######## mem_access_unit ########
**mem_access_unit: sequential cells coloured by netlist name**

Other sequential cells in the stronger grey, the rest of the logic in the fainter grey.
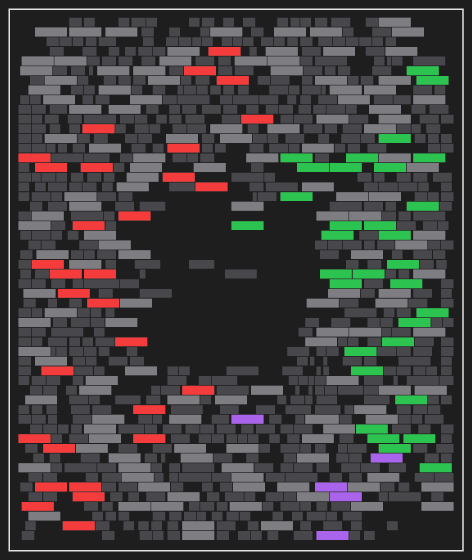

### src/rtl/mem_access_pkg.sv
// Shared types and constants for the memory-stage access unit.
package mem_access_pkg;

    typedef enum logic [1:0] {
        IDLE = 2'd0,
        BUSY = 2'd1,
        RESP = 2'd2
    } state_t;

    localparam logic [1:0] RESULT_SRC_MEM = 2'b01;

endpackage

### src/rtl/reg_4.sv
// MEM/WB pipeline register: updates when enabled, and on a bubble clears
// the register-write enable while every other field holds.
module reg_4 #(
    parameter int Address_Width = 32,
    parameter int Data_Width    = 32
) (
    input  logic                     clk,
    input  logic                     rst_n,
    input  logic                     en,
    input  logic                     bubble,
    input  logic                     ld_en,
    input  logic                     reg_write_in,
    input  logic [1:0]               result_src_in,
    input  logic [Address_Width-1:0] alu_result_in,
    input  logic [4:0]               rd_in,
    input  logic [Address_Width-1:0] pc_plus4_in,
    input  logic [Data_Width-1:0]    read_data_in,
    output logic                     reg_write_out,
    output logic [1:0]               result_src_out,
    output logic [Address_Width-1:0] alu_result_out,
    output logic [4:0]               rd_out,
    output logic [Address_Width-1:0] pc_plus4_out,
    output logic [Data_Width-1:0]    read_data_out
);

    always_ff @(posedge clk or negedge rst_n) begin
        if (!rst_n) begin
            reg_write_out  <= 1'b0;
            result_src_out <= '0;
            alu_result_out <= '0;
            rd_out         <= '0;
            pc_plus4_out   <= '0;
            read_data_out  <= '0;
        end else if (bubble) begin
            reg_write_out <= 1'b0;
        end else if (en) begin
            reg_write_out  <= reg_write_in;
            result_src_out <= result_src_in;
            alu_result_out <= alu_result_in;
            rd_out         <= rd_in;
            pc_plus4_out   <= pc_plus4_in;
            // Read data only moves when a load actually completes.
            if (ld_en) begin
                read_data_out <= read_data_in;
            end
        end
    end

endmodule

### src/rtl/mem_access_unit.sv
// Memory-stage access unit: runs a request/ready bus handshake for loads
// and stores, stalls the pipeline while busy, and feeds the MEM/WB register.
module mem_access_unit
    import mem_access_pkg::*;
#(
    parameter int Address_Width = 32,
    parameter int Data_Width    = 32
) (
    input  logic                     clk,
    input  logic                     rst_n,
    input  logic                     RegWriteM,
    input  logic [1:0]               ResultSrcM,
    input  logic                     MemWriteM,
    input  logic [Address_Width-1:0] ALUResultM,
    input  logic [Data_Width-1:0]    WriteDataM,
    input  logic [4:0]               RdM,
    input  logic [Address_Width-1:0] PCPlus4M,
    output logic                     mem_req,
    output logic                     mem_we,
    output logic [Address_Width-1:0] mem_addr,
    output logic [Data_Width-1:0]    mem_wdata,
    input  logic                     mem_ready,
    input  logic [Data_Width-1:0]    mem_rdata,
    output logic                     StallM,
    output logic                     RegWriteW,
    output logic [1:0]               ResultSrcW,
    output logic [Data_Width-1:0]    ReadDataW,
    output logic [Address_Width-1:0] ALUResultW,
    output logic [4:0]               RdW,
    output logic [Address_Width-1:0] PCPlus4W
);

    state_t                   state_reg;
    logic                     mem_req_reg;
    logic                     mem_we_reg;
    logic [Address_Width-1:0] mem_addr_reg;
    logic [Data_Width-1:0]    mem_wdata_reg;
    logic [Data_Width-1:0]    rdata_reg;
    logic                     access;
    logic                     load_done;

    // A store wins over a load select; both still count as an access.
    assign access    = MemWriteM || (ResultSrcM == RESULT_SRC_MEM);
    assign StallM    = ((state_reg == IDLE) && access) || (state_reg == BUSY);
    assign load_done = (state_reg == RESP) && !mem_we_reg;

    assign mem_req   = mem_req_reg;
    assign mem_we    = mem_we_reg;
    assign mem_addr  = mem_addr_reg;
    assign mem_wdata = mem_wdata_reg;

    always_ff @(posedge clk or negedge rst_n) begin
        if (!rst_n) begin
            state_reg     <= IDLE;
            mem_req_reg   <= 1'b0;
            mem_we_reg    <= 1'b0;
            mem_addr_reg  <= '0;
            mem_wdata_reg <= '0;
            rdata_reg     <= '0;
        end else begin
            case (state_reg)
                IDLE: begin
                    if (access) begin
                        mem_addr_reg  <= {ALUResultM[Address_Width-1:2], 2'b00};
                        mem_wdata_reg <= WriteDataM;
                        mem_we_reg    <= MemWriteM;
                        mem_req_reg   <= 1'b1;
                        state_reg     <= BUSY;
                    end
                end
                BUSY: begin
                    if (mem_ready) begin
                        if (!mem_we_reg) begin
                            rdata_reg <= mem_rdata;
                        end
                        mem_req_reg <= 1'b0;
                        state_reg   <= RESP;
                    end
                end
                RESP: begin
                    state_reg <= IDLE;
                end
                default: begin
                    mem_req_reg <= 1'b0;
                    state_reg   <= IDLE;
                end
            endcase
        end
    end

    reg_4 #(
        .Address_Width(Address_Width),
        .Data_Width   (Data_Width)
    ) u_mem_wb (
        .clk           (clk),
        .rst_n         (rst_n),
        .en            (!StallM),
        .bubble        (StallM),
        .ld_en         (load_done),
        .reg_write_in  (RegWriteM),
        .result_src_in (ResultSrcM),
        .alu_result_in (ALUResultM),
        .rd_in         (RdM),
        .pc_plus4_in   (PCPlus4M),
        .read_data_in  (rdata_reg),
        .reg_write_out (RegWriteW),
        .result_src_out(ResultSrcW),
        .alu_result_out(ALUResultW),
        .rd_out        (RdW),
        .pc_plus4_out  (PCPlus4W),
        .read_data_out (ReadDataW)
    );

endmodule
### config.mk
export PLATFORM = sky130hd
export DESIGN_NAME = mem_access_unit
export DESIGN_NICKNAME = d
export VERILOG_FILES = /design/src/rtl/mem_access_pkg.sv /design/src/rtl/reg_4.sv /design/src/rtl/mem_access_unit.sv
export SDC_FILE = /design/constraint.sdc
export NUM_CORES = 1
export LEC_CHECK = 0
export CORE_ASPECT_RATIO = 1.2
export CORE_MARGIN = 2
export CORE_UTILIZATION = 44
export DETAILED_ROUTE_END_ITERATION = 12
export GPL_TIMING_DRIVEN = 1
export PLACE_DENSITY = 0.81
export SYNTH_ARGS = -nofsm -noshare
export SYNTH_HDL_FRONTEND = slang
export SYNTH_SLANG_ARGS = --single-unit
### constraint.sdc
create_clock -name clk -period 1.6 [get_ports clk]
set_input_delay 0.32 -clock clk [delete_from_list [all_inputs] [get_ports clk]]
set_output_delay 0.32 -clock clk [all_outputs]
set_load 0.005 [all_outputs]
######## shift_scheduler ########
--- src/rtl/shift_scheduler.sv ---
// Two-requester round-robin front end for an iterative shift engine.
// Accepts one job at a time, shifts one bit per clock, and returns the result tagged by owner.
module shift_scheduler #(
   parameter int WIDTH = 8,
   parameter int NUMW  = 4
) (
   input  logic             Clk,
   input  logic             Rst,
   input  logic             Req0,
   input  logic [WIDTH-1:0] Din0,
   input  logic [1:0]       Mode0,
   input  logic             Drc0,
   input  logic [NUMW-1:0]  Num0,
   output logic             Ack0,
   input  logic             Req1,
   input  logic [WIDTH-1:0] Din1,
   input  logic [1:0]       Mode1,
   input  logic             Drc1,
   input  logic [NUMW-1:0]  Num1,
   output logic             Ack1,
   output logic [WIDTH-1:0] Dout,
   output logic             Done,
   output logic             Owner,
   output logic             Busy
);

   typedef enum logic {IDLE, SHIFT} state_t;

   state_t           state, state_next;
   logic [WIDTH-1:0] work, work_next, step_val, dout_next;
   logic [NUMW-1:0]  cnt, cnt_next;
   logic [2:0]       cmd, cmd_next;
   logic             cur, cur_next, last, last_next;
   logic             ack0_next, ack1_next, done_next, owner_next, busy_next;
   logic             grant;

   // One step of the latched command; cmd is {direction, mode}.
   always_comb begin
      step_val = work;
      case (cmd)
         3'b000, 3'b001: step_val = {work[WIDTH-2:0], 1'b0};
         3'b010:         step_val = {work[WIDTH-2:0], work[WIDTH-1]};
         3'b011:         step_val = {work[WIDTH-2:0], ~work[WIDTH-1]};
         3'b100:         step_val = {1'b0, work[WIDTH-1:1]};
         3'b101:         step_val = {work[WIDTH-1], work[WIDTH-1:1]};
         3'b110:         step_val = {work[0], work[WIDTH-1:1]};
         default:        step_val = {~work[0], work[WIDTH-1:1]};
      endcase
   end

   always_comb begin
      state_next = state;
      work_next  = work;
      cnt_next   = cnt;
      cmd_next   = cmd;
      cur_next   = cur;
      last_next  = last;
      ack0_next  = 1'b0;
      ack1_next  = 1'b0;
      done_next  = 1'b0;
      dout_next  = Dout;
      owner_next = Owner;
      grant      = 1'b0;
      case (state)
         IDLE: begin
            if (Req0 || Req1) begin
               // On a tie the requester that did not win last time is served.
               grant      = (Req0 && Req1) ? ~last : Req1;
               work_next  = grant ? Din1 : Din0;
               cnt_next   = grant ? Num1 : Num0;
               cmd_next   = grant ? {Drc1, Mode1} : {Drc0, Mode0};
               cur_next   = grant;
               last_next  = grant;
               ack0_next  = ~grant;
               ack1_next  = grant;
               state_next = SHIFT;
            end
         end
         default: begin
            if (cnt != '0) begin
               work_next = step_val;
               cnt_next  = cnt - 1'b1;
            end else begin
               dout_next  = work;
               owner_next = cur;
               done_next  = 1'b1;
               state_next = IDLE;
            end
         end
      endcase
      busy_next = (state_next == SHIFT);
   end

   always_ff @(posedge Clk) begin
      if (Rst) begin
         state <= IDLE;
         work  <= '0;
         cnt   <= '0;
         cmd   <= '0;
         cur   <= 1'b0;
         last  <= 1'b1;
         Ack0  <= 1'b0;
         Ack1  <= 1'b0;
         Done  <= 1'b0;
         Dout  <= '0;
         Owner <= 1'b0;
         Busy  <= 1'b0;
      end else begin
         state <= state_next;
         work  <= work_next;
         cnt   <= cnt_next;
         cmd   <= cmd_next;
         cur   <= cur_next;
         last  <= last_next;
         Ack0  <= ack0_next;
         Ack1  <= ack1_next;
         Done  <= done_next;
         Dout  <= dout_next;
         Owner <= owner_next;
         Busy  <= busy_next;
      end
   end

endmodule

--- config.mk ---
export PLATFORM = sky130hd
export DESIGN_NAME = shift_scheduler
export DESIGN_NICKNAME = d
export VERILOG_FILES = /design/src/rtl/shift_scheduler.sv
export SDC_FILE = /design/constraint.sdc
export NUM_CORES = 1
export LEC_CHECK = 0
export CAP_MARGIN = 5
export CORE_UTILIZATION = 50
export CTS_CLUSTER_SIZE = 28
export DETAILED_ROUTE_END_ITERATION = 7
export GPL_TIMING_DRIVEN = 0
export HOLD_SLACK_MARGIN = 0.15
export PLACE_DENSITY_LB_ADDON = 0.3
export SLEW_MARGIN = 20
export SYNTH_ARGS = -nofsm -noshare
export SYNTH_HDL_FRONTEND = slang
export SYNTH_SLANG_ARGS = --single-unit
--- constraint.sdc ---
create_clock -name Clk -period 4.7 [get_ports Clk]
set_clock_uncertainty 0.05 [all_clocks]
set_input_delay 0.47 -clock Clk [delete_from_list [all_inputs] [get_ports Clk]]
set_output_delay 0.47 -clock Clk [all_outputs]
set_load 0.005 [all_outputs]

==> screenshots <==
Cell sizes after repair.
shot_01.png
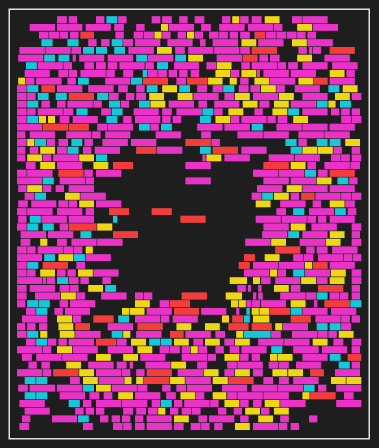
shot_02.png
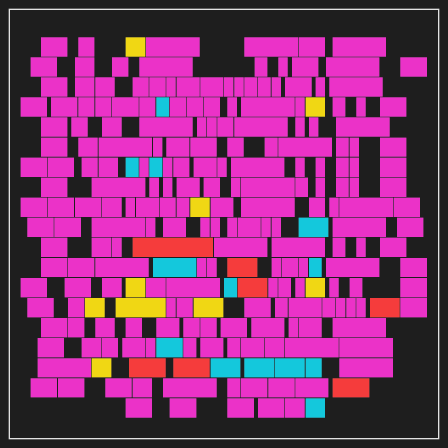
mem_access_unit -> shot_01.png
shift_scheduler -> shot_02.png
Of these, most cells: shot_01.png

**mem_access_unit: cell classes on the final placement**

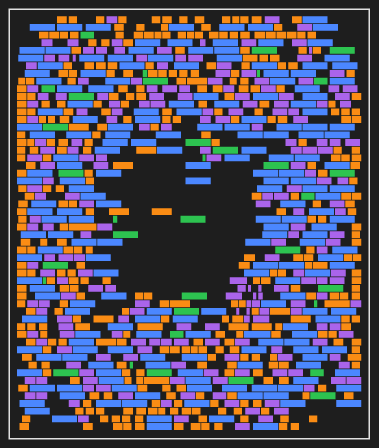
colour	class	cells	share of their area
green	clock drivers and dummy loads	34	5.3%
purple	combinational and other logic	215	23%
orange	remaining buffers and delay cells	362	30%
blue	sequential cells	202	42%
final core utilization: 68.3%
core footprint: 18000 um^2
design area: 12300 um^2
Seq/total area: 41.2%
row cnt: 54

## Picture notes: 'sequential cells coloured by netlist name' of mem_access_unit
colour	netlist name	placed flops
green	rdata_reg	32
red	mem_addr	30
purple	u_mem_wb.rd_out	5
not coloured	135

==> summary.txt, mem_access_unit <==
yosys + openroad results -> kind of end point of the critical path flop, Worst Slack Setup Final -0.0743 ns, most frequent cell on the critical path buf_6, most frequent cells in the layout dfrtp_1, dlygate4sd2_1, clkdlybuf4s50_1, Comb gates 214, number of antenna diodes 0, top cells, area dfrtp_1, mux2_4, mux2_2, Fill cells 1275, setup_tns -1.65 ns, Gate power share 42.1%, Power Dens Cells 1930 nW/um^2, met2 wire len 11400 um, area delta synth->final 53.5%, failing checks setup timing, Commonest Layout Cell dfrtp_1, Combinational Power 9.95 mW, antenna violations before repair 0, IO Count 311, sequential cell area 5060 um^2, Synth top cell by count dfrtp_1, Synth logic family multiplexers, worst hold slack 0.245 ns, min-delay src ResultSrcM[0], Final Setup Violations 42, sequential share of power 38.6%, CLK BUF 32, uppermost layer routed met4, Tot GR Track Use 20.7%, CP max-delay cell dfrtp_1, critical path depth 6, MI comb area 2750 um^2, gr ovfl total 0, Post-CTS Hold Buffers 1, switching power share of the total 28.5%, Reg2Reg Setup Slack -0.07 ns, Seq group 9.13 mW, Post-synth top cells dfrtp_1, mux2_4, mux2_2, non-filler cells in the finished layout 1037, Final Hold Fails 0, largest net degree at the start of global routing 45, Worst EP arrival 2.04 ns, Detailed Route WL 21300 um, status complete, but fails checks, Simple Share, Synth 0.814%, max frequency 0.597 GHz, Seq Cell Count 202
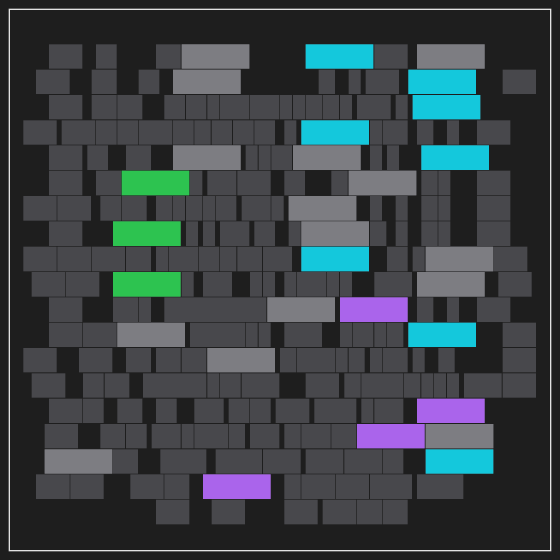
**Above:** shift_scheduler (sequential cells coloured by netlist name).
Other sequential cells in the stronger grey, the rest of the logic in the fainter grey.
colour	netlist name	placed flops
purple	cnt	4
green	cmd	3
cyan	Dout	8

==> summary.txt, shift_scheduler <==
yosys + openroad results -> Synth logic family AND-OR/OR-AND gates, tap cell count 42, PostCTS Resize Cnt 0, vias in the first global route 1472, worst-path cell chain clkdlybuf4s50_1, a21boi_4, mux2_2, a221oi_1, a211oi_1, die width 58.0 um, Max stage delay on crit path 0.54 ns, status complete, but fails checks, VDD IR-drop max 0.000193 V, Yosys cell types 40, Max-Cap Viols 0, Slew @ Worst Pin 0.456 ns, top cells, area dfxtp_1, nand2_1, nand2b_1, sequential share of power 42.2%, Clock buf/inv share 3.59%, uppermost layer routed met4, Tot GR Track Use 25.8%, met1 wire length 1570 um, Netlist Area Pre-Place 1570 um^2, area post-placement 2080 um^2, Required @ worst endpoint 4.88 ns, failing checks DRC, postcts setup bufs 0, Buf/Inv on CP 1, Post-synth EDFFs 0, Worst Slack Setup Final 2.85 ns, Post-Syn Nets 216, DRC 3, Commonest Layout Cell clkdlybuf4s50_1, hpwl dp 3070 um, Gate power share 29.7%, kind of end point of the critical path flop, critical path's top delay family AND-OR/OR-AND gates, worst-path fanout max 7, critical path depth 5, Critical Path Source Type input pin, Die H 58.0 um, Worst EP arrival 2.03 ns, pre-CTS setup slack 2.51 ns, met2 usage 46.6%, fin crit share 39.3%, largest net degree at the start of global routing 11, hold endpoint Dout[7], GRT met1 Usage 30.4%, Seq/total area 27.8%, R2R Path End work[4], Die Size 3370 um^2, # Cells Yosys 180, P_sw 0.229 mW, Via Count 1571, antenna violations before repair 0, Synth top cell by count nand2_1, Combinational Power 0.217 mW, inverter count 5, setup_tns 0 ns, Reg2Reg Setup Slack 2.89 ns, GP Congestion 0.815, worst hold slack 0.408 ns, area reported by Yosys stat 1570 um^2, Post-synth top cells nand2_1, dfxtp_1, nand2b_1, CLK BUF 5


==> gallery <==
Routing congestion.
Plate I
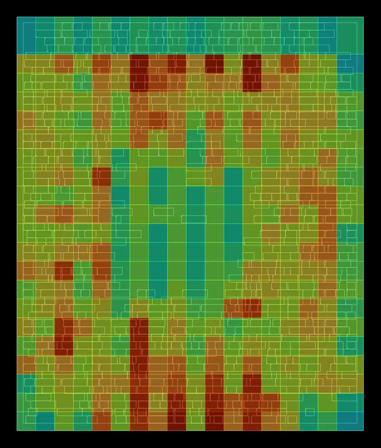
Plate II
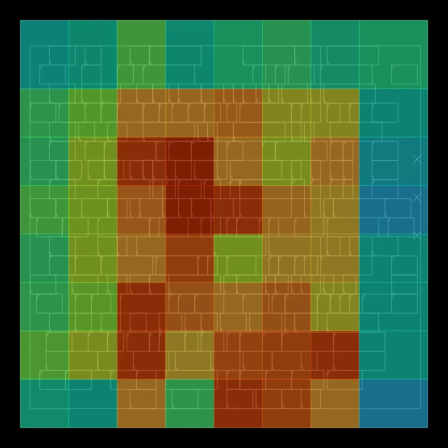
mem_access_unit is Plate I.
shift_scheduler is Plate II.

Power is estimated from default activity; no workload was simulated.
